######## block 1 ########
block_1/m1.png
Scale bar: 50 microns.
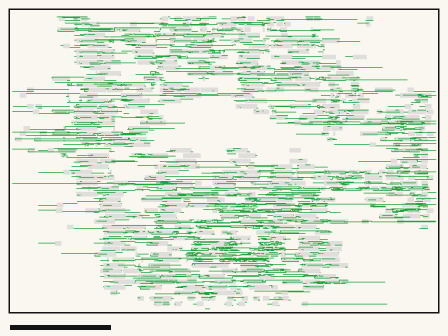

[src/rtl/reg_bus_initiator.sv]
// reg_bus_initiator: FIFO-buffered register-bus master with burst support and a valid/ready response port
`timescale 1ns/1ps
module reg_bus_initiator #(
    parameter int ADDR_W      = 19,
    parameter int DATA_W      = 19,
    parameter int FIFO_DEPTH  = 4,
    parameter int ADDR_STRIDE = 4
) (
    input  logic              clk,
    input  logic              rst_n,
    input  logic              cmd_valid,
    output logic              cmd_ready,
    input  logic              cmd_write,
    input  logic [ADDR_W-1:0] cmd_addr,
    input  logic [DATA_W-1:0] cmd_wdata,
    input  logic [1:0]        cmd_len,
    output logic              rsp_valid,
    input  logic              rsp_ready,
    output logic [DATA_W-1:0] rsp_rdata,
    output logic              rsp_last,
    output logic              bus_valid,
    output logic              bus_write,
    output logic [ADDR_W-1:0] bus_addr,
    output logic [DATA_W-1:0] bus_wdata,
    input  logic [DATA_W-1:0] bus_rdata,
    output logic              busy
);
    localparam int PW = $clog2(FIFO_DEPTH);
    localparam int EW = 1 + ADDR_W + DATA_W + 2;

    typedef enum logic [1:0] {IDLE, ACCESS, RESP} state_t;

    state_t            state, state_nx;
    logic [EW-1:0]     fifo_mem [FIFO_DEPTH];
    logic [PW-1:0]     wr_ptr, rd_ptr;
    logic [PW:0]       count;
    logic              push, pop, empty;
    logic              h_write;
    logic [ADDR_W-1:0] h_addr;
    logic [DATA_W-1:0] h_wdata;
    logic [1:0]        h_len;
    logic              w_write;
    logic [ADDR_W-1:0] w_addr;
    logic [DATA_W-1:0] w_wdata;
    logic [1:0]        beats_left;
    logic [DATA_W-1:0] rdata_q;
    logic              last_q;

    assign empty     = count == '0;
    assign cmd_ready = count != (PW+1)'(FIFO_DEPTH);
    assign push      = cmd_valid && cmd_ready;
    assign pop       = state == IDLE && !empty;
    assign {h_write, h_addr, h_wdata, h_len} = fifo_mem[rd_ptr];

    assign bus_valid = state == ACCESS;
    assign bus_write = w_write;
    assign bus_addr  = w_addr;
    assign bus_wdata = w_wdata;
    assign rsp_valid = state == RESP;
    assign rsp_rdata = rdata_q;
    assign rsp_last  = last_q;
    assign busy      = state != IDLE || !empty;

    // command storage; entries need no reset since occupancy is tracked separately
    always_ff @(posedge clk) begin
        if (push) fifo_mem[wr_ptr] <= {cmd_write, cmd_addr, cmd_wdata, cmd_len};
    end

    // FIFO pointers and occupancy; push and pop in the same cycle cancel out
    always_ff @(posedge clk or negedge rst_n) begin
        if (!rst_n) begin
            wr_ptr <= '0;
            rd_ptr <= '0;
            count  <= '0;
        end else begin
            if (push) wr_ptr <= wr_ptr + PW'(1);
            if (pop) rd_ptr <= rd_ptr + PW'(1);
            count <= count + (PW+1)'(push) - (PW+1)'(pop);
        end
    end

    // state register
    always_ff @(posedge clk or negedge rst_n) begin
        if (!rst_n) state <= IDLE;
        else state <= state_nx;
    end

    // next state: reads pause in RESP every beat, writes stream and ack once
    always_comb begin
        state_nx = state;
        case (state)
            IDLE:    state_nx = empty ? IDLE : ACCESS;
            ACCESS:  state_nx = (w_write && beats_left != 2'd0) ? ACCESS : RESP;
            RESP:    state_nx = !rsp_ready ? RESP : (last_q ? IDLE : ACCESS);
            default: state_nx = IDLE;
        endcase
    end

    // working registers: load on pop, advance address per beat, capture response
    always_ff @(posedge clk or negedge rst_n) begin
        if (!rst_n) begin
            w_write    <= 1'b0;
            w_addr     <= '0;
            w_wdata    <= '0;
            beats_left <= '0;
            rdata_q    <= '0;
            last_q     <= 1'b0;
        end else begin
            if (pop) begin
                w_write    <= h_write;
                w_addr     <= h_addr;
                w_wdata    <= h_wdata;
                beats_left <= h_len;
            end
            if (state == ACCESS) begin
                if (w_write && beats_left != 2'd0) begin
                    w_addr     <= w_addr + ADDR_W'(ADDR_STRIDE);
                    beats_left <= beats_left - 2'd1;
                end else begin
                    rdata_q <= w_write ? '0 : bus_rdata;
                    last_q  <= w_write || beats_left == 2'd0;
                end
            end
            if (state == RESP && rsp_ready && !last_q) begin
                w_addr     <= w_addr + ADDR_W'(ADDR_STRIDE);
                beats_left <= beats_left - 2'd1;
            end
        end
    end
endmodule

[config.mk]
export PLATFORM = sky130hd
export DESIGN_NAME = reg_bus_initiator
export DESIGN_NICKNAME = d
export VERILOG_FILES = /design/src/rtl/reg_bus_initiator.sv
export SDC_FILE = /design/constraint.sdc
export NUM_CORES = 1
export LEC_CHECK = 0
export CAP_MARGIN = 25
export CORE_ASPECT_RATIO = 0.7
export CORE_MARGIN = 2
export CORE_UTILIZATION = 30
export DETAILED_ROUTE_END_ITERATION = 7
export SETUP_SLACK_MARGIN = 0.1
export SYNTH_ARGS = -nofsm -noshare
export SYNTH_HDL_FRONTEND = slang
export SYNTH_SLANG_ARGS = --single-unit
[constraint.sdc]
create_clock -name clk -period 2.35 [get_ports clk]
set_clock_uncertainty 0.05 [all_clocks]
set_input_delay 0.3525 -clock clk [delete_from_list [all_inputs] [get_ports clk]]
set_output_delay 0.3525 -clock clk [all_outputs]
set_load 0.005 [all_outputs]
######## block 2 ########
--- src/rtl/rename_ckpt_if.sv ---
// rename_ckpt_if: decode, commit and branch-resolution signals of the rename checkpoint unit
interface rename_ckpt_if #(
    parameter int AW = 4,
    parameter int PW = 7,
    parameter int CW = 2
);
    logic          rename_v_i;
    logic          rename_ready_o;
    logic [AW-1:0] src1_i;
    logic [AW-1:0] src2_i;
    logic [AW-1:0] dest_i;
    logic          w_v_i;
    logic          ckpt_req_i;
    logic [PW-1:0] src1_p_o;
    logic [PW-1:0] src2_p_o;
    logic [PW-1:0] dest_p_o;
    logic [PW-1:0] prev_p_o;
    logic [CW-1:0] ckpt_id_o;
    logic          commit_v_i;
    logic          commit_w_v_i;
    logic [PW-1:0] commit_freed_i;
    logic          resolve_v_i;
    logic [CW-1:0] resolve_ckpt_i;
    logic          mispredict_v_i;
    logic [CW-1:0] mispredict_ckpt_i;
    logic [PW:0]   fl_count_o;
    modport master (
        output rename_v_i, src1_i, src2_i, dest_i, w_v_i, ckpt_req_i,
               commit_v_i, commit_w_v_i, commit_freed_i,
               resolve_v_i, resolve_ckpt_i, mispredict_v_i, mispredict_ckpt_i,
        input  rename_ready_o, src1_p_o, src2_p_o, dest_p_o, prev_p_o, ckpt_id_o, fl_count_o
    );
    modport slave (
        input  rename_v_i, src1_i, src2_i, dest_i, w_v_i, ckpt_req_i,
               commit_v_i, commit_w_v_i, commit_freed_i,
               resolve_v_i, resolve_ckpt_i, mispredict_v_i, mispredict_ckpt_i,
        output rename_ready_o, src1_p_o, src2_p_o, dest_p_o, prev_p_o, ckpt_id_o, fl_count_o
    );
endinterface

--- src/rtl/rename_ckpt_unit.sv ---
// rename_ckpt_unit: speculative register renamer with a circular freelist and per-branch
// checkpoints of the map table and freelist read pointer for single-cycle mispredict recovery
module rename_ckpt_unit #(
    parameter int NUM_ARCH_REG = 16,
    parameter int NUM_PHYS_REG = 128,
    parameter int NUM_CKPT     = 4
) (
    input logic          clk_i,
    input logic          reset_i,
    rename_ckpt_if.slave rif
);
    localparam int PW = $clog2(NUM_PHYS_REG);
    localparam int CW = $clog2(NUM_CKPT);
    localparam int FW = PW + 1;
    localparam int NUM_FREE = NUM_PHYS_REG - NUM_ARCH_REG;

    logic [PW-1:0]       lut     [NUM_ARCH_REG];
    logic [PW-1:0]       lut_nx  [NUM_ARCH_REG];
    logic [PW-1:0]       fl      [NUM_PHYS_REG];
    logic [PW-1:0]       ckpt_lut[NUM_CKPT][NUM_ARCH_REG];
    logic [PW:0]         ckpt_rd [NUM_CKPT];
    logic [PW:0]         rd_ptr, wr_ptr, rd_nx, fl_count;
    logic [NUM_CKPT-1:0] ckpt_vld, ckpt_vld_nx, squash;
    logic [CW-1:0]       ckpt_tail, span;
    logic                fire, alloc, take_ckpt, restore, push;

    assign fl_count  = wr_ptr - rd_ptr;
    assign fire      = rif.rename_v_i && rif.rename_ready_o;
    assign alloc     = fire && rif.w_v_i;
    assign take_ckpt = fire && rif.ckpt_req_i;
    assign restore   = rif.mispredict_v_i && ckpt_vld[rif.mispredict_ckpt_i];
    assign push      = rif.commit_v_i && rif.commit_w_v_i;
    assign rd_nx     = rd_ptr + FW'(alloc);

    assign rif.rename_ready_o = !reset_i && !rif.mispredict_v_i && (!rif.w_v_i || fl_count != '0) &&
                                (!rif.ckpt_req_i || !ckpt_vld[ckpt_tail]);
    assign rif.fl_count_o = reset_i ? FW'(NUM_FREE) : fl_count;
    assign rif.src1_p_o   = lut[rif.src1_i];
    assign rif.src2_p_o   = lut[rif.src2_i];
    assign rif.prev_p_o   = lut[rif.dest_i];
    assign rif.dest_p_o   = rif.w_v_i ? fl[rd_ptr[PW-1:0]] : '0;
    assign rif.ckpt_id_o  = ckpt_tail;

    always_comb begin
        lut_nx = lut;
        if (alloc) lut_nx[rif.dest_i] = fl[rd_ptr[PW-1:0]];
    end

    // Squash the mispredicted slot and all younger ones; tail==slot with slot valid means the ring is full.
    always_comb begin
        span   = ckpt_tail - rif.mispredict_ckpt_i;
        squash = '0;
        for (int i = 0; i < NUM_CKPT; i++)
            squash[i] = restore && (span == '0 || CW'(CW'(i) - rif.mispredict_ckpt_i) < span);
        ckpt_vld_nx = ckpt_vld & ~squash;
        if (rif.resolve_v_i) ckpt_vld_nx[rif.resolve_ckpt_i] = 1'b0;
        if (take_ckpt) ckpt_vld_nx[ckpt_tail] = 1'b1;
    end

    always_ff @(posedge clk_i) begin
        if (reset_i) begin
            for (int i = 0; i < NUM_ARCH_REG; i++) lut[i] <= PW'(i);
            for (int i = 0; i < NUM_PHYS_REG; i++) fl[i] <= PW'(i + NUM_ARCH_REG);
            rd_ptr    <= '0;
            wr_ptr    <= FW'(NUM_FREE);
            ckpt_vld  <= '0;
            ckpt_tail <= '0;
        end else begin
            if (push) begin
                fl[wr_ptr[PW-1:0]] <= rif.commit_freed_i;
                wr_ptr             <= wr_ptr + FW'(1);
            end
            if (restore) begin
                lut       <= ckpt_lut[rif.mispredict_ckpt_i];
                rd_ptr    <= ckpt_rd[rif.mispredict_ckpt_i];
                ckpt_tail <= rif.mispredict_ckpt_i;
            end else begin
                lut    <= lut_nx;
                rd_ptr <= rd_nx;
                if (take_ckpt) ckpt_tail <= ckpt_tail + CW'(1);
            end
            ckpt_vld <= ckpt_vld_nx;
        end
    end

    always_ff @(posedge clk_i) begin
        if (take_ckpt) begin
            ckpt_lut[ckpt_tail] <= lut_nx;
            ckpt_rd[ckpt_tail]  <= rd_nx;
        end
    end
endmodule
--- src/flat_wrapper.sv ---
// flat-port wrapper written by rule: the top's interface ports become plain ports
module rename_ckpt_unit_flat 
#(
    parameter int NUM_ARCH_REG = 16,
    parameter int NUM_PHYS_REG = 128,
    parameter int NUM_CKPT     = 4
)
  (clk_i, reset_i, rif_rename_v_i, rif_src1_i, rif_src2_i, rif_dest_i, rif_w_v_i, rif_ckpt_req_i, rif_commit_v_i, rif_commit_w_v_i, rif_commit_freed_i, rif_resolve_v_i, rif_resolve_ckpt_i, rif_mispredict_v_i, rif_mispredict_ckpt_i, rif_rename_ready_o, rif_src1_p_o, rif_src2_p_o, rif_dest_p_o, rif_prev_p_o, rif_ckpt_id_o, rif_fl_count_o);
  rename_ckpt_if rif_i ();
  input logic clk_i;
  input logic reset_i;
  input wire logic [$bits(rif_i.rename_v_i)-1:0] rif_rename_v_i;
  input wire logic [$bits(rif_i.src1_i)-1:0] rif_src1_i;
  input wire logic [$bits(rif_i.src2_i)-1:0] rif_src2_i;
  input wire logic [$bits(rif_i.dest_i)-1:0] rif_dest_i;
  input wire logic [$bits(rif_i.w_v_i)-1:0] rif_w_v_i;
  input wire logic [$bits(rif_i.ckpt_req_i)-1:0] rif_ckpt_req_i;
  input wire logic [$bits(rif_i.commit_v_i)-1:0] rif_commit_v_i;
  input wire logic [$bits(rif_i.commit_w_v_i)-1:0] rif_commit_w_v_i;
  input wire logic [$bits(rif_i.commit_freed_i)-1:0] rif_commit_freed_i;
  input wire logic [$bits(rif_i.resolve_v_i)-1:0] rif_resolve_v_i;
  input wire logic [$bits(rif_i.resolve_ckpt_i)-1:0] rif_resolve_ckpt_i;
  input wire logic [$bits(rif_i.mispredict_v_i)-1:0] rif_mispredict_v_i;
  input wire logic [$bits(rif_i.mispredict_ckpt_i)-1:0] rif_mispredict_ckpt_i;
  output wire logic [$bits(rif_i.rename_ready_o)-1:0] rif_rename_ready_o;
  output wire logic [$bits(rif_i.src1_p_o)-1:0] rif_src1_p_o;
  output wire logic [$bits(rif_i.src2_p_o)-1:0] rif_src2_p_o;
  output wire logic [$bits(rif_i.dest_p_o)-1:0] rif_dest_p_o;
  output wire logic [$bits(rif_i.prev_p_o)-1:0] rif_prev_p_o;
  output wire logic [$bits(rif_i.ckpt_id_o)-1:0] rif_ckpt_id_o;
  output wire logic [$bits(rif_i.fl_count_o)-1:0] rif_fl_count_o;
  assign rif_i.rename_v_i = rif_rename_v_i;
  assign rif_i.src1_i = rif_src1_i;
  assign rif_i.src2_i = rif_src2_i;
  assign rif_i.dest_i = rif_dest_i;
  assign rif_i.w_v_i = rif_w_v_i;
  assign rif_i.ckpt_req_i = rif_ckpt_req_i;
  assign rif_i.commit_v_i = rif_commit_v_i;
  assign rif_i.commit_w_v_i = rif_commit_w_v_i;
  assign rif_i.commit_freed_i = rif_commit_freed_i;
  assign rif_i.resolve_v_i = rif_resolve_v_i;
  assign rif_i.resolve_ckpt_i = rif_resolve_ckpt_i;
  assign rif_i.mispredict_v_i = rif_mispredict_v_i;
  assign rif_i.mispredict_ckpt_i = rif_mispredict_ckpt_i;
  assign rif_rename_ready_o = rif_i.rename_ready_o;
  assign rif_src1_p_o = rif_i.src1_p_o;
  assign rif_src2_p_o = rif_i.src2_p_o;
  assign rif_dest_p_o = rif_i.dest_p_o;
  assign rif_prev_p_o = rif_i.prev_p_o;
  assign rif_ckpt_id_o = rif_i.ckpt_id_o;
  assign rif_fl_count_o = rif_i.fl_count_o;
  rename_ckpt_unit #(.NUM_ARCH_REG(NUM_ARCH_REG), .NUM_PHYS_REG(NUM_PHYS_REG), .NUM_CKPT(NUM_CKPT)) u_core (.clk_i(clk_i), .reset_i(reset_i), .rif(rif_i));
endmodule
--- config.mk ---
export PLATFORM = sky130hd
export DESIGN_NAME = rename_ckpt_unit_flat
export DESIGN_NICKNAME = d
export VERILOG_FILES = /design/src/rtl/rename_ckpt_if.sv /design/src/rtl/rename_ckpt_unit.sv /design/src/flat_wrapper.sv
export SDC_FILE = /design/constraint.sdc
export NUM_CORES = 2
export LEC_CHECK = 0
export CAP_MARGIN = 20
export CORE_UTILIZATION = 55
export DETAILED_ROUTE_END_ITERATION = 8
export PLACE_DENSITY_LB_ADDON = 0.05
export SYNTH_ARGS = -nofsm -noshare
export SYNTH_HDL_FRONTEND = slang
export SYNTH_SLANG_ARGS = --single-unit
export TNS_END_PERCENT = 50
--- constraint.sdc ---
create_clock -name clk_i -period 11.5 [get_ports clk_i]
set_clock_uncertainty 0.2 [all_clocks]
set_input_delay 1.725 -clock clk_i [delete_from_list [all_inputs] [get_ports clk_i]]
set_output_delay 1.725 -clock clk_i [all_outputs]
set_load 0.02 [all_outputs]
block_1/m3.png
Scale bar: 50 microns.
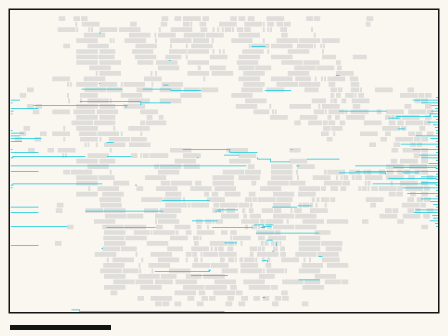
nets with wire on the layer: 94
wire length on this layer: 1410 microns

About block_1/m1.png:
wire length on this layer: 9480 microns
share of all routed wire: 47%
longest straight run: 61.0 microns
main direction: horizontal
nets with wire on the layer: 663

==> flow_summary.yaml, block 1 <==
# synthesis and place-and-route metrics
route:
  drt_iter0_drc: 329
  viasPerCell: 4.61
  drtAntennaViolNets: 0
global_route:
  grt_overflow: 0
synth:
  mux_share_pct: 10.6
  ys_sh_adder_pct: 1.32
  flop_cell: "edfxtp_1"
  synthAoiAreaFrac_pct: 5.03
  ys_warn_count: 0
  most_common_cell: "edfxtp_1"
  top_cells_by_area: "edfxtp_1, dfrtp_1, mux4_2, nand2_1, a22o_1"
  synth_area_per_cell_sq_um: 17.7
clocking:
  postCtsSetupBuffers: 0
run_status:
  run_status: "finished clean"
power_and_ir_drop:
  clk-power_mw: 3.59
setup_path:
  end_kind: "flop"
layout:
  final_common_cell: "edfxtp_1"
  register_area_sq_um: 6680
## block 1: worst max-delay path, delay by kind of cell (launching register included)
| kind | cells | cell delay [ps] |
|---|---|---|
| XOR/XNOR | 2 | 280 |
| adder cells (fa/ha/maj) | 3 | 730 |
| buffers and inverters | 3 | 180 |
| flip-flops | 1 | 450 |
| AND/OR/NAND/NOR | 3 | 390 |
## block 1: per-layer routing
layer | wire (microns) | vias up | global-route usage (%)
met5 | 27 | - | 0
met4 | 431 | 4 | 3.57
met3 | 1410 | 39 | 3.59
met2 | 8770 | 150 | 19.5
met1 | 9480 | 2556 | 18.1
li1 | - | 2283 | -
block_2/m4.png
Scale bar: 100 microns.
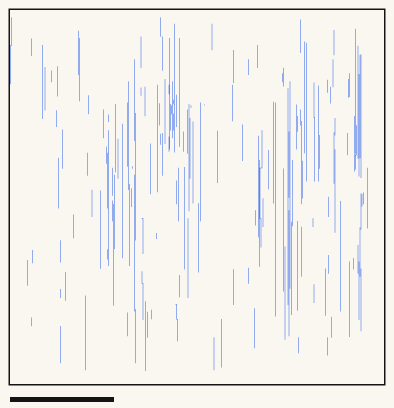
wire length on this layer: 8470 microns
main direction: vertical
via count: 42400
Routed WL: 193000 microns

block_2/congestion_map.png
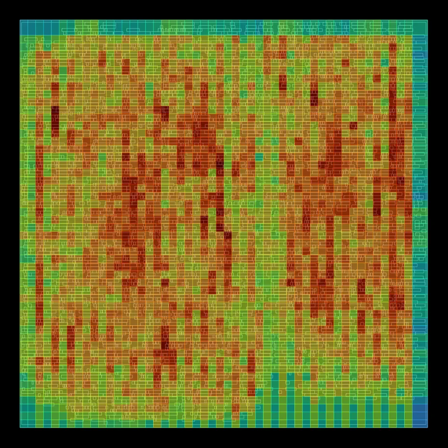
met3 Usage GRT: 4.15%
met2 usage: 50.1%
Post-Route Utilization: 60.9%

==> flow_summary.yaml, block 2 <==
# synthesis and place-and-route metrics
synth:
  most_common_cell: "edfxtp_1"
floorplan:
  rows: 130
  dieArea_sq_um: 128000
clocking:
  post_cts_resized: 0
  postCtsSetupBuffers: 0
  h-tree-depth: 4
  clk_latency_ps: 780
layout:
  fillers: 9541
  reg_top3: "u_core.fl (896), u_core.ckpt_lut (448), u_core.lut (112)"
  top_area_cell_class: "registers"
  diodes: 0
  synthToLayoutAreaGrowth_pct: 9.70
setup_path:
  cp.buffers_inverters: 3
  end_kind: "output port"
timing:
  setup_viol: 0
  report.final.slew_viol_count: 0
place:
  place.gp.congestion: 0.845
route:
  met1_length_microns: 76400
power_and_ir_drop:
  p_comb_uw: 843
  seq_power_share_pct: 50.8
run_status:
  run_status: "finished clean"
global_route:
  grt_max_degree: 151
  grt_use_met1_pct: 40.7
## block 2: path summary, 6_finish.rpt
kind / start / slack (ps) / cells after the start / endpoint
hold / removal: u_core.ckpt_vld[3] / 300 / 2 / u_core.ckpt_vld[3]
hold reg to reg: u_core.ckpt_vld[3] / 300 / 2 / u_core.ckpt_vld[3]
setup reg to reg: u_core.rd_ptr[3] / 5210 / 11 / u_core.ckpt_lut[3][26]
setup / recovery: u_core.rd_ptr[1] / 3970 / 9 / rif_dest_p_o[5]

######## block 3 ########
block_3/m2.png
Scale bar: 100 microns.
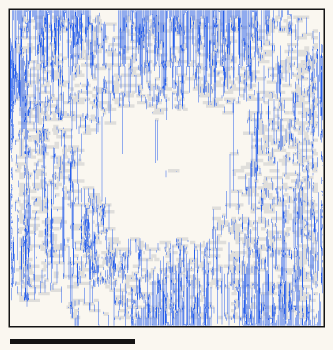

<file path="config.mk">
export PLATFORM = sky130hd
export DESIGN_NAME = mem_bus_arbiter
export DESIGN_NICKNAME = d
export VERILOG_FILES = /design/src/rtl/mem_bus_arbiter.sv
export SDC_FILE = /design/constraint.sdc
export NUM_CORES = 1
export LEC_CHECK = 0
export CAP_MARGIN = 10
export CORE_AREA = 4 4 246 248
export DETAILED_ROUTE_END_ITERATION = 8
export DIE_AREA = 0 0 250 252
export GPL_TIMING_DRIVEN = 0
export MAX_ROUTING_LAYER = met4
export PLACE_DENSITY_LB_ADDON = 0.1
export RECOVER_POWER = 100
export SETUP_SLACK_MARGIN = 0.05
export SLEW_MARGIN = 20
export SYNTH_ARGS = -nofsm -noshare
export SYNTH_HDL_FRONTEND = slang
export SYNTH_SLANG_ARGS = --single-unit
</file>
<file path="constraint.sdc">
create_clock -name clk -period 2.25 [get_ports clk]
set_clock_uncertainty 0.15 [all_clocks]
set_input_delay 0.3375 -clock clk [delete_from_list [all_inputs] [get_ports clk]]
set_output_delay 0.3375 -clock clk [all_outputs]
set_load 0.1 [all_outputs]
</file>
<file path="src/rtl/mem_bus_arbiter.sv">
// Arbiter for the shared 128-bit DRAM bus between the icache line-fill unit and
// the dcache writeback/fill unit. It runs one transaction at a time and routes read data back to the owner.
module mem_bus_arbiter #(
  parameter int TOUT_W = 10
) (
  input  logic          clk,
  input  logic          rst_n,
  input  logic          ic_req,
  input  logic [31:4]   ic_adr,
  output logic          ic_gnt,
  output logic          ic_rdat_valid,
  input  logic          dc_req,
  input  logic          dc_we,
  input  logic [31:4]   dc_adr,
  input  logic [127:0]  dc_wdata,
  input  logic [15:0]   dc_wmask,
  input  logic          dc_lock,
  output logic          dc_gnt,
  output logic          dc_wack,
  output logic          dc_rdat_valid,
  output logic [127:0]  rdat_data,
  output logic          m_req,
  output logic          m_we,
  output logic [31:4]   m_adr,
  output logic [127:0]  m_wdata,
  output logic [15:0]   m_wmask,
  input  logic          m_ack,
  input  logic          m_rdat_valid,
  input  logic [127:0]  m_rdat_data,
  output logic [1:0]    owner,
  output logic          tout_err
);

  typedef enum logic [1:0] {IDLE = 2'd0, CMD = 2'd1, RDWAIT = 2'd2} state_t;

  localparam logic [TOUT_W-1:0] WD_MAX = {TOUT_W{1'b1}};
  localparam logic [TOUT_W-1:0] WD_ONE = {{(TOUT_W-1){1'b0}}, 1'b1};

  state_t              state_r;
  logic                last_dc_r;
  logic                lock_hold_r;
  logic                cmd_lock_r;
  logic [TOUT_W-1:0]   wd_cnt_r;
  logic                ic_gnt_r;
  logic                dc_gnt_r;
  logic                dc_wack_r;
  logic                ic_rv_r;
  logic                dc_rv_r;
  logic [127:0]        rdat_data_r;
  logic                m_req_r;
  logic                m_we_r;
  logic [31:4]         m_adr_r;
  logic [127:0]        m_wdata_r;
  logic [15:0]         m_wmask_r;
  logic [1:0]          owner_r;
  logic                tout_err_r;

  logic                ic_elig_s;
  logic                ic_win_s;
  logic                dc_win_s;
  logic                rd_done_s;
  logic                wd_expired_s;

  // Arbitration among eligible requesters plus completion/timeout decode.
  always_comb begin
    ic_elig_s = ic_req & ~lock_hold_r;
    ic_win_s  = 1'b0;
    dc_win_s  = 1'b0;
    if (dc_req && ic_elig_s) begin
      // On a tie the side that did not own the bus last goes first.
      dc_win_s = ~last_dc_r;
      ic_win_s = last_dc_r;
    end else if (dc_req) begin
      dc_win_s = 1'b1;
    end else if (ic_elig_s) begin
      ic_win_s = 1'b1;
    end else begin
      ic_win_s = 1'b0;
      dc_win_s = 1'b0;
    end
    rd_done_s    = ((state_r == CMD) && m_ack && !m_we_r && m_rdat_valid) ||
                   ((state_r == RDWAIT) && m_rdat_valid);
    wd_expired_s = (wd_cnt_r == WD_MAX);
  end

  // Transaction FSM with registered grants, bus command, completions and watchdog.
  always_ff @(posedge clk or negedge rst_n) begin
    if (!rst_n) begin
      state_r     <= IDLE;
      last_dc_r   <= 1'b0;
      lock_hold_r <= 1'b0;
      cmd_lock_r  <= 1'b0;
      wd_cnt_r    <= {TOUT_W{1'b0}};
      ic_gnt_r    <= 1'b0;
      dc_gnt_r    <= 1'b0;
      dc_wack_r   <= 1'b0;
      ic_rv_r     <= 1'b0;
      dc_rv_r     <= 1'b0;
      rdat_data_r <= 128'd0;
      m_req_r     <= 1'b0;
      m_we_r      <= 1'b0;
      m_adr_r     <= 28'd0;
      m_wdata_r   <= 128'd0;
      m_wmask_r   <= 16'd0;
      owner_r     <= 2'b00;
      tout_err_r  <= 1'b0;
    end else begin
      ic_gnt_r  <= 1'b0;
      dc_gnt_r  <= 1'b0;
      dc_wack_r <= 1'b0;
      ic_rv_r   <= 1'b0;
      dc_rv_r   <= 1'b0;
      case (state_r)
        IDLE: begin
          if (ic_win_s || dc_win_s) begin
            state_r    <= CMD;
            wd_cnt_r   <= {TOUT_W{1'b0}};
            m_req_r    <= 1'b1;
            last_dc_r  <= dc_win_s;
            ic_gnt_r   <= ic_win_s;
            dc_gnt_r   <= dc_win_s;
            owner_r    <= dc_win_s ? 2'b10 : 2'b01;
            m_we_r     <= dc_win_s & dc_we;
            m_adr_r    <= dc_win_s ? dc_adr : ic_adr;
            m_wdata_r  <= dc_win_s ? dc_wdata : 128'd0;
            m_wmask_r  <= dc_win_s ? dc_wmask : 16'd0;
            // A lock only means something when it rides on a writeback.
            cmd_lock_r <= dc_win_s & dc_we & dc_lock;
          end else begin
            owner_r <= 2'b00;
          end
        end
        CMD: begin
          wd_cnt_r <= wd_cnt_r + WD_ONE;
          if (wd_expired_s) begin
            tout_err_r  <= 1'b1;
            lock_hold_r <= 1'b0;
            m_req_r     <= 1'b0;
            owner_r     <= 2'b00;
            state_r     <= IDLE;
          end else if (m_ack && m_we_r) begin
            m_req_r     <= 1'b0;
            dc_wack_r   <= 1'b1;
            lock_hold_r <= cmd_lock_r;
            state_r     <= IDLE;
          end else if (rd_done_s) begin
            m_req_r     <= 1'b0;
            ic_rv_r     <= owner_r[0];
            dc_rv_r     <= owner_r[1];
            rdat_data_r <= m_rdat_data;
            lock_hold_r <= lock_hold_r & ~owner_r[1];
            state_r     <= IDLE;
          end else if (m_ack) begin
            m_req_r <= 1'b0;
            state_r <= RDWAIT;
          end else begin
            state_r <= CMD;
          end
        end
        RDWAIT: begin
          wd_cnt_r <= wd_cnt_r + WD_ONE;
          if (wd_expired_s) begin
            tout_err_r  <= 1'b1;
            lock_hold_r <= 1'b0;
            owner_r     <= 2'b00;
            state_r     <= IDLE;
          end else if (rd_done_s) begin
            ic_rv_r     <= owner_r[0];
            dc_rv_r     <= owner_r[1];
            rdat_data_r <= m_rdat_data;
            lock_hold_r <= lock_hold_r & ~owner_r[1];
            state_r     <= IDLE;
          end else begin
            state_r <= RDWAIT;
          end
        end
        default: begin
          m_req_r <= 1'b0;
          owner_r <= 2'b00;
          state_r <= IDLE;
        end
      endcase
    end
  end

  assign ic_gnt        = ic_gnt_r;
  assign dc_gnt        = dc_gnt_r;
  assign dc_wack       = dc_wack_r;
  assign ic_rdat_valid = ic_rv_r;
  assign dc_rdat_valid = dc_rv_r;
  assign rdat_data     = rdat_data_r;
  assign m_req         = m_req_r;
  assign m_we          = m_we_r;
  assign m_adr         = m_adr_r;
  assign m_wdata       = m_wdata_r;
  assign m_wmask       = m_wmask_r;
  assign owner         = owner_r;
  assign tout_err      = tout_err_r;

endmodule

</file>
######## block 4 ########
[config.mk]
export PLATFORM = sky130hd
export DESIGN_NAME = segmented_memory_arbiter_flat
export DESIGN_NICKNAME = d
export VERILOG_FILES = /design/src/rtl/segmented_memory_arbiter_pkg.sv /design/src/rtl/segmented_memory_arbiter_if.sv /design/src/rtl/segmented_memory_arbiter_grant_select.sv /design/src/rtl/segmented_memory_arbiter.sv /design/src/flat_wrapper.sv
export SDC_FILE = /design/constraint.sdc
export NUM_CORES = 1
export LEC_CHECK = 0
export CORE_AREA = 3 3 204 206
export CTS_CLUSTER_SIZE = 25
export DETAILED_ROUTE_END_ITERATION = 12
export DIE_AREA = 0 0 207 209
export GPL_TIMING_DRIVEN = 0
export SETUP_SLACK_MARGIN = 0.02
export SYNTH_ARGS = -nofsm -noshare
export SYNTH_HDL_FRONTEND = slang
export SYNTH_HIERARCHICAL = 1
export SYNTH_SLANG_ARGS = --single-unit
[constraint.sdc]
create_clock -name clk -period 7.5 [get_ports clk]
set_clock_uncertainty 0.2 [all_clocks]
set_input_delay 1.5 -clock clk [delete_from_list [all_inputs] [get_ports clk]]
set_output_delay 1.5 -clock clk [all_outputs]
set_load 0.1 [all_outputs]
[src/rtl/segmented_memory_arbiter_pkg.sv]
// Shared types and defaults for the fetch/data memory arbiter.
package tessia_mem_pkg;

  typedef enum logic [1:0] {
    IDLE = 2'd0,
    BUSY = 2'd1,
    RESP = 2'd2
  } arb_state_t;

  typedef enum logic {
    REQ_IF = 1'b0,
    REQ_DM = 1'b1
  } requester_t;

  localparam int unsigned DEFAULT_DATA_BASE = 512;

endpackage

[src/rtl/segmented_memory_arbiter_if.sv]
// Bundle of the fetch port, data port and SegmentedMemory port seen by the arbiter.
interface segmented_memory_arbiter_if #(
  parameter int unsigned ADDR_W = 64,
  parameter int unsigned DATA_W = 64
);
  logic              if_req;
  logic [ADDR_W-1:0] if_addr;
  logic              if_ready;
  logic [DATA_W-1:0] if_rdata;
  logic              if_err;

  logic              dm_req;
  logic              dm_we;
  logic [ADDR_W-1:0] dm_addr;
  logic [DATA_W-1:0] dm_wdata;
  logic              dm_ready;
  logic [DATA_W-1:0] dm_rdata;
  logic              dm_err;

  logic [ADDR_W-1:0] mem_address;
  logic [DATA_W-1:0] mem_data_in;
  logic              mem_read;
  logic              mem_write;
  logic [DATA_W-1:0] mem_data_out;
  logic              mem_valid;

  // Arbiter side
  modport slave (
    input  if_req, if_addr, dm_req, dm_we, dm_addr, dm_wdata, mem_data_out, mem_valid,
    output if_ready, if_rdata, if_err, dm_ready, dm_rdata, dm_err,
           mem_address, mem_data_in, mem_read, mem_write
  );

  // Pipeline stages plus memory, as seen from outside the arbiter
  modport master (
    output if_req, if_addr, dm_req, dm_we, dm_addr, dm_wdata, mem_data_out, mem_valid,
    input  if_ready, if_rdata, if_err, dm_ready, dm_rdata, dm_err,
           mem_address, mem_data_in, mem_read, mem_write
  );

endinterface

[src/rtl/segmented_memory_arbiter_grant_select.sv]
// Winner selection between fetch and data requests, with a saturating
// starvation counter that forces a fetch grant after too many data grants.
module mem_grant_select
  import tessia_mem_pkg::*;
#(
  parameter int unsigned STARVE_LIMIT = 4
) (
  input  logic       clk,
  input  logic       rst,
  input  logic       if_req,
  input  logic       dm_req,
  input  logic       idle,
  input  logic       take,
  output requester_t winner
);

  localparam int unsigned CNT_W = $clog2(STARVE_LIMIT + 1);

  logic [CNT_W-1:0] starve_q, starve_d;
  logic             starved;

  assign starved = (starve_q == CNT_W'(STARVE_LIMIT));

  always_comb begin
    winner = (if_req && (!dm_req || starved)) ? REQ_IF : REQ_DM;
  end

  always_comb begin
    starve_d = starve_q;
    if (idle && !if_req) begin
      starve_d = '0;
    end else if (take) begin
      if (winner == REQ_IF) begin
        starve_d = '0;
      end else if (!starved) begin
        starve_d = starve_q + 1'b1;
      end
    end
  end

  always_ff @(posedge clk) begin
    if (rst) begin
      starve_q <= '0;
    end else begin
      starve_q <= starve_d;
    end
  end

endmodule

[src/rtl/segmented_memory_arbiter.sv]
// Shares one SegmentedMemory port between fetch and data stages: one access per
// IDLE visit, segment-map enforcement, timeout detection, registered outputs.
module segmented_memory_arbiter
  import tessia_mem_pkg::*;
#(
  parameter int unsigned ADDR_W       = 64,
  parameter int unsigned DATA_W       = 64,
  parameter int unsigned DATA_BASE    = DEFAULT_DATA_BASE,
  parameter int unsigned STARVE_LIMIT = 4,
  parameter int unsigned TIMEOUT      = 255
) (
  input logic                      clk,
  input logic                      rst,
  segmented_memory_arbiter_if.slave bus
);

  localparam int unsigned TO_W = $clog2(TIMEOUT + 1);

  arb_state_t        state_q, state_d;
  requester_t        owner_q, owner_d;
  logic [ADDR_W-1:0] addr_q, addr_d;
  logic              we_q, we_d;
  logic [DATA_W-1:0] wdata_q, wdata_d;
  logic [TO_W-1:0]   to_cnt_q, to_cnt_d, to_cnt_inc;

  logic              if_ready_q, if_ready_d, if_err_q, if_err_d;
  logic [DATA_W-1:0] if_rdata_q, if_rdata_d;
  logic              dm_ready_q, dm_ready_d, dm_err_q, dm_err_d;
  logic [DATA_W-1:0] dm_rdata_q, dm_rdata_d;
  logic              mem_read_q, mem_read_d, mem_write_q, mem_write_d;
  logic [ADDR_W-1:0] mem_address_q, mem_address_d;
  logic [DATA_W-1:0] mem_data_in_q, mem_data_in_d;

  requester_t        winner;
  logic              grant_take, idle;
  logic [ADDR_W-1:0] pick_addr;
  logic              pick_we, illegal;
  logic              resp_valid, resp_err, resp_to_dm;
  logic [DATA_W-1:0] resp_data;

  assign idle = (state_q == IDLE);

  mem_grant_select #(
    .STARVE_LIMIT(STARVE_LIMIT)
  ) u_grant (
    .clk   (clk),
    .rst   (rst),
    .if_req(bus.if_req),
    .dm_req(bus.dm_req),
    .idle  (idle),
    .take  (grant_take),
    .winner(winner)
  );

  always_comb begin
    state_d       = state_q;
    owner_d       = owner_q;
    addr_d        = addr_q;
    we_d          = we_q;
    wdata_d       = wdata_q;
    to_cnt_inc    = to_cnt_q + 1'b1;
    to_cnt_d      = to_cnt_q;
    mem_read_d    = 1'b0;
    mem_write_d   = 1'b0;
    mem_address_d = mem_address_q;
    mem_data_in_d = mem_data_in_q;
    grant_take    = 1'b0;
    resp_valid    = 1'b0;
    resp_err      = 1'b0;
    resp_data     = '0;
    resp_to_dm    = (owner_q == REQ_DM);

    pick_addr = (winner == REQ_IF) ? bus.if_addr : bus.dm_addr;
    pick_we   = (winner == REQ_DM) && bus.dm_we;
    // Fetches must stay in the instruction segment; stores must stay in the data segment.
    illegal   = (winner == REQ_IF) ? (pick_addr >= ADDR_W'(DATA_BASE))
                                   : (pick_we && (pick_addr < ADDR_W'(DATA_BASE)));

    case (state_q)
      IDLE: begin
        if (bus.if_req || bus.dm_req) begin
          grant_take = 1'b1;
          owner_d    = winner;
          addr_d     = pick_addr;
          we_d       = pick_we;
          wdata_d    = (winner == REQ_DM) ? bus.dm_wdata : '0;
          to_cnt_d   = '0;
          if (illegal) begin
            state_d    = RESP;
            resp_valid = 1'b1;
            resp_err   = 1'b1;
            resp_to_dm = (winner == REQ_DM);
          end else begin
            state_d       = BUSY;
            mem_read_d    = !pick_we;
            mem_write_d   = pick_we;
            mem_address_d = pick_addr;
            mem_data_in_d = wdata_d;
          end
        end
      end
      BUSY: begin
        if (bus.mem_valid) begin
          state_d    = RESP;
          resp_valid = 1'b1;
          resp_data  = we_q ? '0 : bus.mem_data_out;
        end else if (to_cnt_inc == TO_W'(TIMEOUT)) begin
          state_d    = RESP;
          resp_valid = 1'b1;
          resp_err   = 1'b1;
        end else begin
          to_cnt_d    = to_cnt_inc;
          mem_read_d  = mem_read_q;
          mem_write_d = mem_write_q;
        end
      end
      RESP: begin
        state_d = IDLE;
      end
      default: begin
        state_d = IDLE;
      end
    endcase

    // Response registers load on the transition into RESP so the pulse lines up with RESP.
    if_ready_d = resp_valid && !resp_to_dm;
    if_err_d   = resp_valid && !resp_to_dm && resp_err;
    if_rdata_d = (resp_valid && !resp_to_dm) ? resp_data : if_rdata_q;
    dm_ready_d = resp_valid && resp_to_dm;
    dm_err_d   = resp_valid && resp_to_dm && resp_err;
    dm_rdata_d = (resp_valid && resp_to_dm) ? resp_data : dm_rdata_q;
  end

  always_ff @(posedge clk) begin
    if (rst) begin
      state_q       <= IDLE;
      owner_q       <= REQ_IF;
      addr_q        <= '0;
      we_q          <= 1'b0;
      wdata_q       <= '0;
      to_cnt_q      <= '0;
      if_ready_q    <= 1'b0;
      if_err_q      <= 1'b0;
      if_rdata_q    <= '0;
      dm_ready_q    <= 1'b0;
      dm_err_q      <= 1'b0;
      dm_rdata_q    <= '0;
      mem_read_q    <= 1'b0;
      mem_write_q   <= 1'b0;
      mem_address_q <= '0;
      mem_data_in_q <= '0;
    end else begin
      state_q       <= state_d;
      owner_q       <= owner_d;
      addr_q        <= addr_d;
      we_q          <= we_d;
      wdata_q       <= wdata_d;
      to_cnt_q      <= to_cnt_d;
      if_ready_q    <= if_ready_d;
      if_err_q      <= if_err_d;
      if_rdata_q    <= if_rdata_d;
      dm_ready_q    <= dm_ready_d;
      dm_err_q      <= dm_err_d;
      dm_rdata_q    <= dm_rdata_d;
      mem_read_q    <= mem_read_d;
      mem_write_q   <= mem_write_d;
      mem_address_q <= mem_address_d;
      mem_data_in_q <= mem_data_in_d;
    end
  end

  assign bus.if_ready    = if_ready_q;
  assign bus.if_err      = if_err_q;
  assign bus.if_rdata    = if_rdata_q;
  assign bus.dm_ready    = dm_ready_q;
  assign bus.dm_err      = dm_err_q;
  assign bus.dm_rdata    = dm_rdata_q;
  assign bus.mem_read    = mem_read_q;
  assign bus.mem_write   = mem_write_q;
  assign bus.mem_address = mem_address_q;
  assign bus.mem_data_in = mem_data_in_q;

endmodule
[src/flat_wrapper.sv]
// flat-port wrapper written by rule: the top's interface ports become plain ports
module segmented_memory_arbiter_flat import tessia_mem_pkg::*;
#(
  parameter int unsigned ADDR_W       = 64,
  parameter int unsigned DATA_W       = 64,
  parameter int unsigned DATA_BASE    = DEFAULT_DATA_BASE,
  parameter int unsigned STARVE_LIMIT = 4,
  parameter int unsigned TIMEOUT      = 255
)
  (clk, rst, bus_if_req, bus_if_addr, bus_dm_req, bus_dm_we, bus_dm_addr, bus_dm_wdata, bus_mem_data_out, bus_mem_valid, bus_if_ready, bus_if_rdata, bus_if_err, bus_dm_ready, bus_dm_rdata, bus_dm_err, bus_mem_address, bus_mem_data_in, bus_mem_read, bus_mem_write);
  segmented_memory_arbiter_if #(.ADDR_W(ADDR_W), .DATA_W(DATA_W)) bus_i ();
  input logic clk;
  input logic rst;
  input wire logic [$bits(bus_i.if_req)-1:0] bus_if_req;
  input wire logic [$bits(bus_i.if_addr)-1:0] bus_if_addr;
  input wire logic [$bits(bus_i.dm_req)-1:0] bus_dm_req;
  input wire logic [$bits(bus_i.dm_we)-1:0] bus_dm_we;
  input wire logic [$bits(bus_i.dm_addr)-1:0] bus_dm_addr;
  input wire logic [$bits(bus_i.dm_wdata)-1:0] bus_dm_wdata;
  input wire logic [$bits(bus_i.mem_data_out)-1:0] bus_mem_data_out;
  input wire logic [$bits(bus_i.mem_valid)-1:0] bus_mem_valid;
  output wire logic [$bits(bus_i.if_ready)-1:0] bus_if_ready;
  output wire logic [$bits(bus_i.if_rdata)-1:0] bus_if_rdata;
  output wire logic [$bits(bus_i.if_err)-1:0] bus_if_err;
  output wire logic [$bits(bus_i.dm_ready)-1:0] bus_dm_ready;
  output wire logic [$bits(bus_i.dm_rdata)-1:0] bus_dm_rdata;
  output wire logic [$bits(bus_i.dm_err)-1:0] bus_dm_err;
  output wire logic [$bits(bus_i.mem_address)-1:0] bus_mem_address;
  output wire logic [$bits(bus_i.mem_data_in)-1:0] bus_mem_data_in;
  output wire logic [$bits(bus_i.mem_read)-1:0] bus_mem_read;
  output wire logic [$bits(bus_i.mem_write)-1:0] bus_mem_write;
  assign bus_i.if_req = bus_if_req;
  assign bus_i.if_addr = bus_if_addr;
  assign bus_i.dm_req = bus_dm_req;
  assign bus_i.dm_we = bus_dm_we;
  assign bus_i.dm_addr = bus_dm_addr;
  assign bus_i.dm_wdata = bus_dm_wdata;
  assign bus_i.mem_data_out = bus_mem_data_out;
  assign bus_i.mem_valid = bus_mem_valid;
  assign bus_if_ready = bus_i.if_ready;
  assign bus_if_rdata = bus_i.if_rdata;
  assign bus_if_err = bus_i.if_err;
  assign bus_dm_ready = bus_i.dm_ready;
  assign bus_dm_rdata = bus_i.dm_rdata;
  assign bus_dm_err = bus_i.dm_err;
  assign bus_mem_address = bus_i.mem_address;
  assign bus_mem_data_in = bus_i.mem_data_in;
  assign bus_mem_read = bus_i.mem_read;
  assign bus_mem_write = bus_i.mem_write;
  segmented_memory_arbiter #(.ADDR_W(ADDR_W), .DATA_W(DATA_W), .DATA_BASE(DATA_BASE), .STARVE_LIMIT(STARVE_LIMIT), .TIMEOUT(TIMEOUT)) u_core (.clk(clk), .rst(rst), .bus(bus_i));
endmodule
######## block 5 ########
**src/rtl/ospi_host_ctrl.sv**
```systemverilog
// Host-side 8-bit SDR OSPI master: one request becomes one CS-framed CMD/ADDR/DUMMY/DATA burst, two clk cycles per beat.
// Latency: rsp_valid the cycle after the last beat; req_ready stays low until CS_IDLE_CYCLES later, and requests are never queued.
module ospi_host_ctrl #(
    parameter int WIDTH          = 8,
    parameter int ADDR_BYTES     = 1,
    parameter int DUMMY_CYCLES   = 4,
    parameter int CS_IDLE_CYCLES = 2
) (
    input  logic                          clk,
    input  logic                          reset,
    input  logic                          req_valid,
    output logic                          req_ready,
    input  logic [1:0]                    req_op,
    input  logic [WIDTH*ADDR_BYTES-1:0]   req_addr,
    input  logic [WIDTH-1:0]              req_wdata,
    output logic                          rsp_valid,
    output logic [WIDTH-1:0]              rsp_rdata,
    output logic                          OSPI_CLK,
    output logic                          OSPI_CS,
    output logic [WIDTH-1:0]              io_out,
    output logic                          io_oe,
    input  logic [WIDTH-1:0]              io_in
);
    localparam int AW = WIDTH * ADDR_BYTES;
    localparam int CW = 8;

    localparam logic [1:0] OP_READ  = 2'b00;
    localparam logic [1:0] OP_WRITE = 2'b01;
    localparam logic [1:0] OP_ERASE = 2'b10;
    localparam logic [1:0] OP_WREN  = 2'b11;

    typedef enum logic [2:0] {
        S_IDLE, S_CMD, S_ADDR, S_DUMMY, S_DATA, S_HOLD
    } state_t;

    state_t            r_state;
    logic              r_phase;
    logic [CW-1:0]     r_cnt;
    logic [1:0]        r_op;
    logic [AW-1:0]     r_addr;
    logic [WIDTH-1:0]  r_wdata;
    logic              r_req_ready;
    logic              r_rsp_valid;
    logic [WIDTH-1:0]  r_rsp_rdata;
    logic              r_ospi_clk;
    logic              r_ospi_cs;
    logic [WIDTH-1:0]  r_io_out;
    logic              r_io_oe;
    logic              w_last;

    function automatic logic [WIDTH-1:0] f_opcode(input logic [1:0] op);
        logic [7:0] code;
        case (op)
            OP_READ:  code = 8'h0B;
            OP_WRITE: code = 8'h02;
            OP_ERASE: code = 8'h20;
            default:  code = 8'h06;
        endcase
        return WIDTH'(code);
    endfunction

    // High during phase1 of the final beat of the frame, whichever phase that is for this op.
    always_comb begin
        w_last = 1'b0;
        if (r_phase) begin
            w_last = (r_state == S_DATA)
                  || (r_state == S_CMD  && r_op == OP_WREN)
                  || (r_state == S_ADDR && r_cnt == '0 && r_op == OP_ERASE);
        end
    end

    always_ff @(posedge clk) begin
        if (reset) begin
            r_state     <= S_IDLE;
            r_phase     <= 1'b0;
            r_cnt       <= '0;
            r_op        <= '0;
            r_addr      <= '0;
            r_wdata     <= '0;
            r_req_ready <= 1'b0;
            r_rsp_valid <= 1'b0;
            r_rsp_rdata <= '0;
            r_ospi_clk  <= 1'b0;
            r_ospi_cs   <= 1'b1;
            r_io_out    <= '0;
            r_io_oe     <= 1'b0;
        end else begin
            r_rsp_valid <= 1'b0;
            case (r_state)
                S_IDLE: begin
                    if (r_req_ready && req_valid) begin
                        r_op        <= req_op;
                        r_addr      <= req_addr;
                        r_wdata     <= req_wdata;
                        r_state     <= S_CMD;
                        r_phase     <= 1'b0;
                        r_ospi_cs   <= 1'b0;
                        r_ospi_clk  <= 1'b0;
                        r_io_out    <= f_opcode(req_op);
                        r_io_oe     <= 1'b1;
                        r_req_ready <= 1'b0;
                    end else begin
                        r_req_ready <= 1'b1;
                    end
                end
                S_HOLD: begin
                    if (r_cnt == '0) begin
                        r_state     <= S_IDLE;
                        r_req_ready <= 1'b1;
                    end else begin
                        r_cnt <= r_cnt - CW'(1);
                    end
                end
                default: begin
                    if (!r_phase) begin
                        r_phase    <= 1'b1;
                        r_ospi_clk <= 1'b1;
                    end else begin
                        r_phase    <= 1'b0;
                        r_ospi_clk <= 1'b0;
                        if (w_last) begin
                            if (r_state == S_DATA && r_op == OP_READ)
                                r_rsp_rdata <= io_in;
                            r_rsp_valid <= 1'b1;
                            r_ospi_cs   <= 1'b1;
                            r_io_oe     <= 1'b0;
                            r_io_out    <= '0;
                            if (CS_IDLE_CYCLES == 0) begin
                                r_state     <= S_IDLE;
                                r_req_ready <= 1'b1;
                            end else begin
                                r_state <= S_HOLD;
                                r_cnt   <= CW'(CS_IDLE_CYCLES - 1);
                            end
                        end else begin
                            case (r_state)
                                S_CMD: begin
                                    r_state  <= S_ADDR;
                                    r_cnt    <= CW'(ADDR_BYTES - 1);
                                    r_io_out <= r_addr[AW-1 -: WIDTH];
                                    r_addr   <= r_addr << WIDTH;
                                end
                                S_ADDR: begin
                                    if (r_cnt != '0) begin
                                        r_cnt    <= r_cnt - CW'(1);
                                        r_io_out <= r_addr[AW-1 -: WIDTH];
                                        r_addr   <= r_addr << WIDTH;
                                    end else if (r_op == OP_READ && DUMMY_CYCLES > 0) begin
                                        r_state  <= S_DUMMY;
                                        r_cnt    <= CW'(DUMMY_CYCLES - 1);
                                        r_io_oe  <= 1'b0;
                                        r_io_out <= '0;
                                    end else begin
                                        r_state  <= S_DATA;
                                        r_io_oe  <= (r_op == OP_WRITE);
                                        r_io_out <= (r_op == OP_WRITE) ? r_wdata : '0;
                                    end
                                end
                                S_DUMMY: begin
                                    if (r_cnt != '0)
                                        r_cnt <= r_cnt - CW'(1);
                                    else
                                        r_state <= S_DATA;
                                end
                                default: begin
                                    r_state   <= S_IDLE;
                                    r_ospi_cs <= 1'b1;
                                    r_io_oe   <= 1'b0;
                                    r_io_out  <= '0;
                                end
                            endcase
                        end
                    end
                end
            endcase
        end
    end

    assign req_ready = r_req_ready;
    assign rsp_valid = r_rsp_valid;
    assign rsp_rdata = r_rsp_rdata;
    assign OSPI_CLK  = r_ospi_clk;
    assign OSPI_CS   = r_ospi_cs;
    assign io_out    = r_io_out;
    assign io_oe     = r_io_oe;
endmodule

```
**config.mk**
```make
export PLATFORM = sky130hd
export DESIGN_NAME = ospi_host_ctrl
export DESIGN_NICKNAME = d
export VERILOG_FILES = /design/src/rtl/ospi_host_ctrl.sv
export SDC_FILE = /design/constraint.sdc
export NUM_CORES = 1
export LEC_CHECK = 0
export ABC_AREA = 1
export CORE_MARGIN = 5
export CORE_UTILIZATION = 39
export DETAILED_ROUTE_END_ITERATION = 16
export GPL_TIMING_DRIVEN = 0
export PLACE_DENSITY = 0.62
export SLEW_MARGIN = 20
export SYNTH_ARGS = -nofsm -noshare
export SYNTH_HDL_FRONTEND = slang
export SYNTH_SLANG_ARGS = --single-unit
```
**constraint.sdc**
```tcl
create_clock -name clk -period 2.2 [get_ports clk]
set_input_delay 0.44 -clock clk [delete_from_list [all_inputs] [get_ports clk]]
set_output_delay 0.44 -clock clk [all_outputs]
set_load 0.03 [all_outputs]
```

==> screenshots <==
Metal 3.
picture 1
Scale bar: 50 microns.
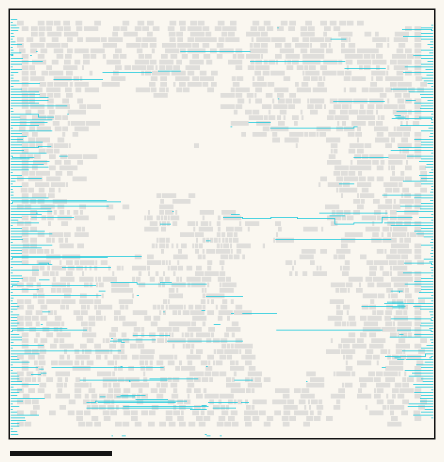
picture 2
Scale bar: 100 microns.
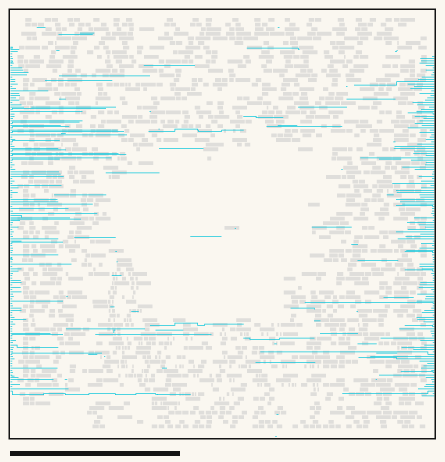
picture 3
Scale bar: 20 microns.
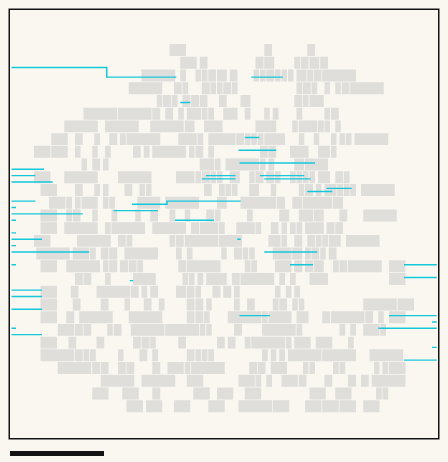
- block 5 = picture 3
- block 4 = picture 1
- block 3 = picture 2

block_3/m1.png
Scale bar: 100 microns.
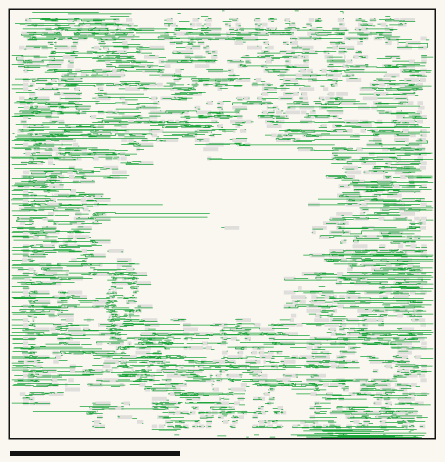
wire length on this layer: 21.7 mm
longest straight run: 76.8 microns
nets with wire on the layer: 1747
main direction: horizontal
share of all routed wire: 41%

block_3/m4.png
Scale bar: 100 microns.
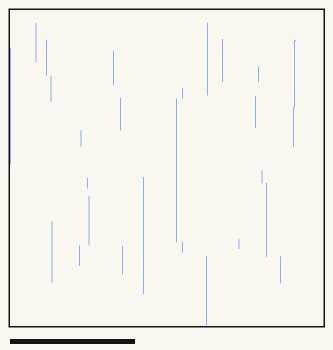
share of all routed wire: 1.8%
wire length on this layer: 964 microns
main direction: vertical
nets with wire on the layer: 10
Routed WL: 53500 microns
via count: 9890

Notes on block_3/m2.png above:
wire length on this layer: 26.3 mm
nets with wire on the layer: 1688
met2 usage: 27.3%

==> flow_summary.yaml, block 3 <==
# synthesis and place-and-route metrics
setup_path:
  start_kind: "flop"
  crit_type: "flop to flop"
  path_max_fanout: 10
  crit_required_ps: 2530
  crit_path_top_delay_cell: "dfrtp_1"
layout:
  flops: 325
  fin_area_sq_um: 22700
  fin_cells: 2366
  synthToLayoutAreaGrowth_pct: 76.6
  clock_area_share_pct: 5.95
clocking:
  cts_buffer_depth: 3
  post_cts_resized: 980
  cts_buffers: 41
route:
  wl_met2_microns: 26300
floorplan:
  fp-utilization_pct: 22.0
  rows: 89
  die_h_microns: 252
  nWellTaps: 773
  dieArea_sq_um: 63000
synth:
  synth_area_per_cell_sq_um: 15.2
  top_cells_by_area: "dfrtp_1, mux2_4, a22o_1, mux2i_1, o21ai_0"
  synthAoiAreaFrac_pct: 13.2
  ys_area_sq_um: 12800
job:
  warnings: 31
global_route:
  grt_max_degree: 89
run_status:
  run_status: "finished clean"
==> block 3: critical path, delay by kind of cell, from the launching register on <==
kind / cells / cell delay [ps]
multiplexers: 1 / 310
AND-OR/OR-AND: 1 / 50
AND/OR/NAND/NOR: 2 / 390
flip-flops: 1 / 390
adder cells (fa/ha/maj): 1 / 150
buffers and inverters: 4 / 630
==> block 3: state kept, by name (all words and copies together) (netlist names), 2 cells and up <==
name,count
state_r,2
m_adr,28
owner,2
rdat_data,128
m_wmask,16
wd_cnt_r,10
m_wdata,128
block_5/congestion_map.png
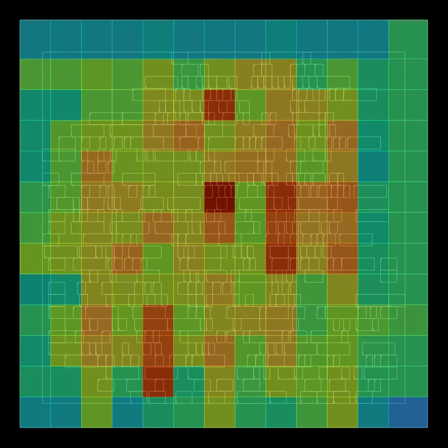
wire per inst: 13.2 microns
met1 Usage GRT: 23.4%
All-Layer GR Usage: 16.8%

block_5/pinout.png
Scale bar: 20 microns. Pins as bars across the die edge, other pins in gray.
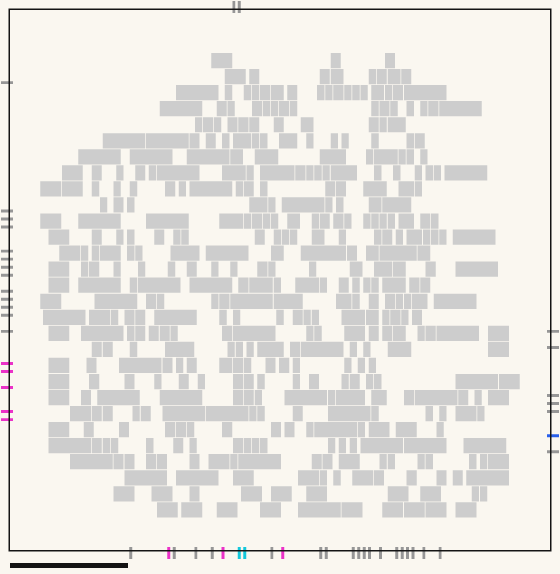
| port | color | pins | direction | edge |
|---|---|---|---|---|
| `req_op` | cyan | 2 | input | bottom |
| `req_wdata` | magenta | 8 | input | 5 left, 3 bottom |
| `reset` | blue | 1 | input | right |
Port Buffers: 48
Die Ht: 91.5 microns
Die Width: 91.5 microns

==> flow_summary.yaml, block 5 <==
# synthesis and place-and-route metrics
timing:
  finClkSkew_ps: 7.08
  timing.slew.headroom_pct: 68.8
  fin_crit_sh_pct: 90.3
  rsz0062_at_grt: "no"
place:
  dp_cells: 499
layout:
  final_common_cell: "nand2_1"
  final_layout_top_logic_cells: "nand2_1, dfxtp_1, clkdlybuf4s50_1"
  flops: 50
  fin_area_sq_um: 3250
route:
  met1_length_microns: 3200
clocking:
  post_cts_resized: 0
  cts_buffer_depth: 2
  h-tree-depth: 2
  tritoncts: "yes"
run_status:
  run_status: "finished clean"
global_route:
  grtUsageMet2_pct: 25.8
synth:
  ys_sh_xor_pct: 1.01
  synthAoiAreaFrac_pct: 16.3
setup_path:
  end_kind: "output port"
floorplan:
  nWellTaps: 77
job:
  drv_cap: 0
## block 5: cell usage after synthesis
library cell   n
nand4_4        1
nand2_1       89
buf_4          2
nor3_1         3
nand4_1        5
o21ai_0       30
o21a_1         1
dfxtp_1       50
buf_2          1
clkbuf_1       4
nand3_1       31
nand2_2        7
a21oi_1       41
nand2_4        4
a21oi_2        1
inv_4          1
ha_1           2
o21ai_1        4
inv_1         29
nand3_4        1
nand3_2        1
nor3b_1        1
xor2_1         3
nor2_2         4
a21oi_4        1
clkinv_2       1
nand4_2        1
inv_2          8
buf_6          2
nor2_1        39
o211ai_1       2
nor2_4         4
block_4/congestion_map.png
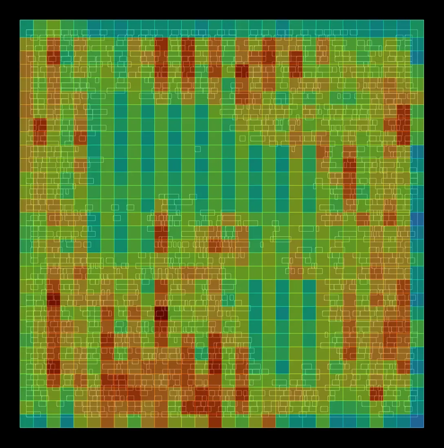
met3 Usage GRT: 6.05%
Post-Route Utilization: 45.3%
met1 Usage GRT: 23.8%
All-Layer GR Usage: 19.5%
GRT busiest layer: met2

block_4/m2.png
Scale bar: 50 microns.
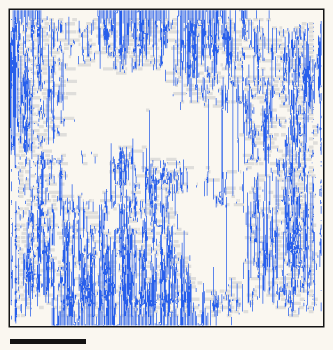
longest straight run: 103 microns
nets with wire on the layer: 1669
wire length on this layer: 21.5 mm
main direction: vertical
share of all routed wire: 48%
via count: 10500
Routed WL: 44900 microns

==> flow_summary.yaml, block 4 <==
# synthesis and place-and-route metrics
synth:
  ys_types: 52
  ys_seq_share_pct: 50.6
  synthAoiAreaFrac_pct: 20.6
  ys_area_sq_um: 11000
setup_path:
  crit_type: "primary input to flop"
  start_kind: "primary input"
  r2r_start: "u_core/u_grant/starve_q[0]"
  startpoint: "bus_dm_req"
  end_kind: "flop"
timing:
  layout_setup_ws_ps: 2670
  tns_ps: 0
  layout_min_cycle_time_ps: 4830
layout:
  synthToLayoutAreaGrowth_pct: 64.4
  nNetsFinal: 1867
  drive_above_1_share_pct: 5.85
  comb.multi_input.count: 665
  buffer_area_share_pct: 31.9
  final.clkbuf_count: 40
  buffers: 617
place:
  io_buffers: 523
  dp_cells: 2093
route:
  drtAntennaViolNets: 0
floorplan:
  fp.dieW_microns: 207
  nWellTaps: 525
  die_h_microns: 209
  fp-utilization_pct: 27.5
hold_path:
  holdCritStartpoint: "u_core/bus.if_rdata[19]"
  min_delay_path_depth: 1
run_status:
  run_status: "finished clean"
[block 4: synth_stat cells, drive strengths merged (2+ instances only)]
library cell	n
dfxtp	277
mux2i	128
nand2	78
a21oi	77
nand2b	68
a211oi	67
a22o	65
a32o	64
clkbuf	57
buf	37
nor4	24
nor2	19
nor3	12
nand4	11
inv	9
nand3	8
mux2	5
ha	4
o21ai	4
a21boi	3
a21o	2
and2	2
nor2b	2
nor3b	2


==> gallery <==
M2 wires.
(a)
Scale bar: 100 microns.
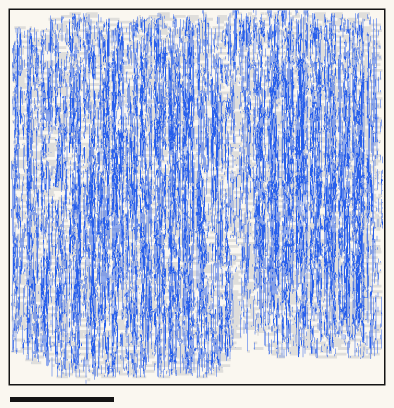
(b)
Scale bar: 20 microns.
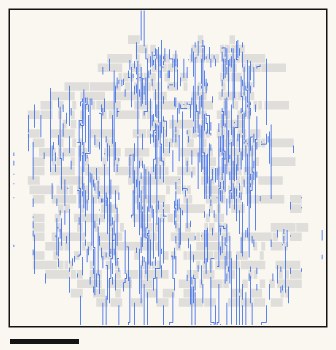
(c)
Scale bar: 50 microns.
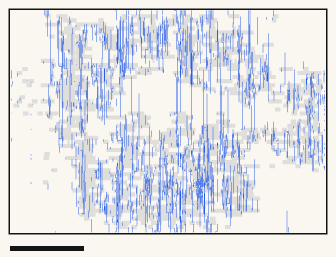
Of these, largest die: (a)
Of these, smallest die: (b)
- (b) = block 5
- (c) = block 1
- (a) = block 2


==> layout pictures side by side <==
The metal 1 layer.
Plate I
Scale bar: 100 microns.
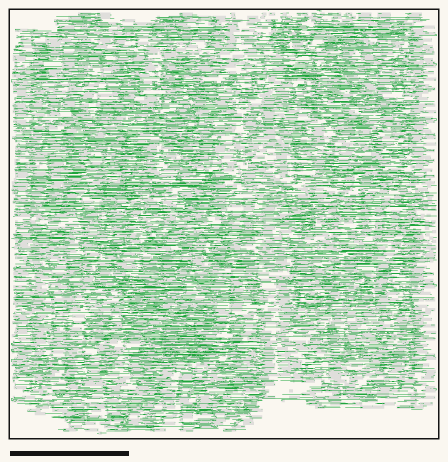
Plate II
Scale bar: 50 microns.
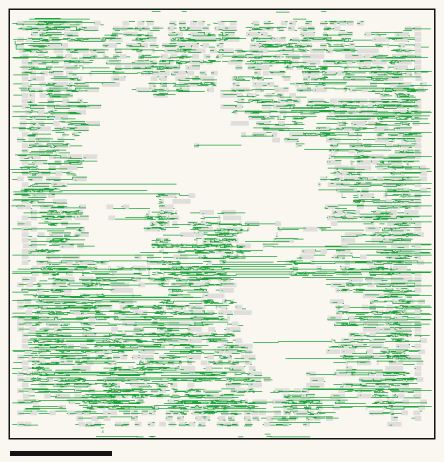
Plate III
Scale bar: 20 microns.
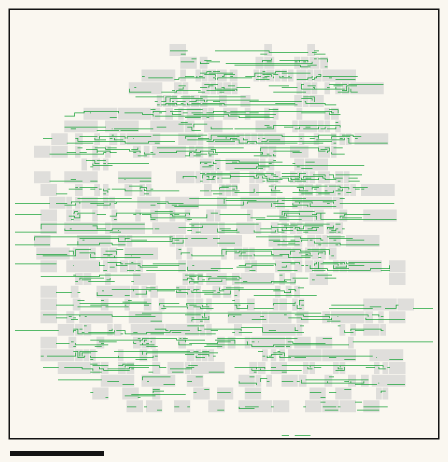
Block 4 is Plate II.
Block 5 is Plate III.
Block 2 is Plate I.
Of these, smallest die: Plate III
Of these, largest die: Plate I

Power is estimated from default activity; no workload was simulated.
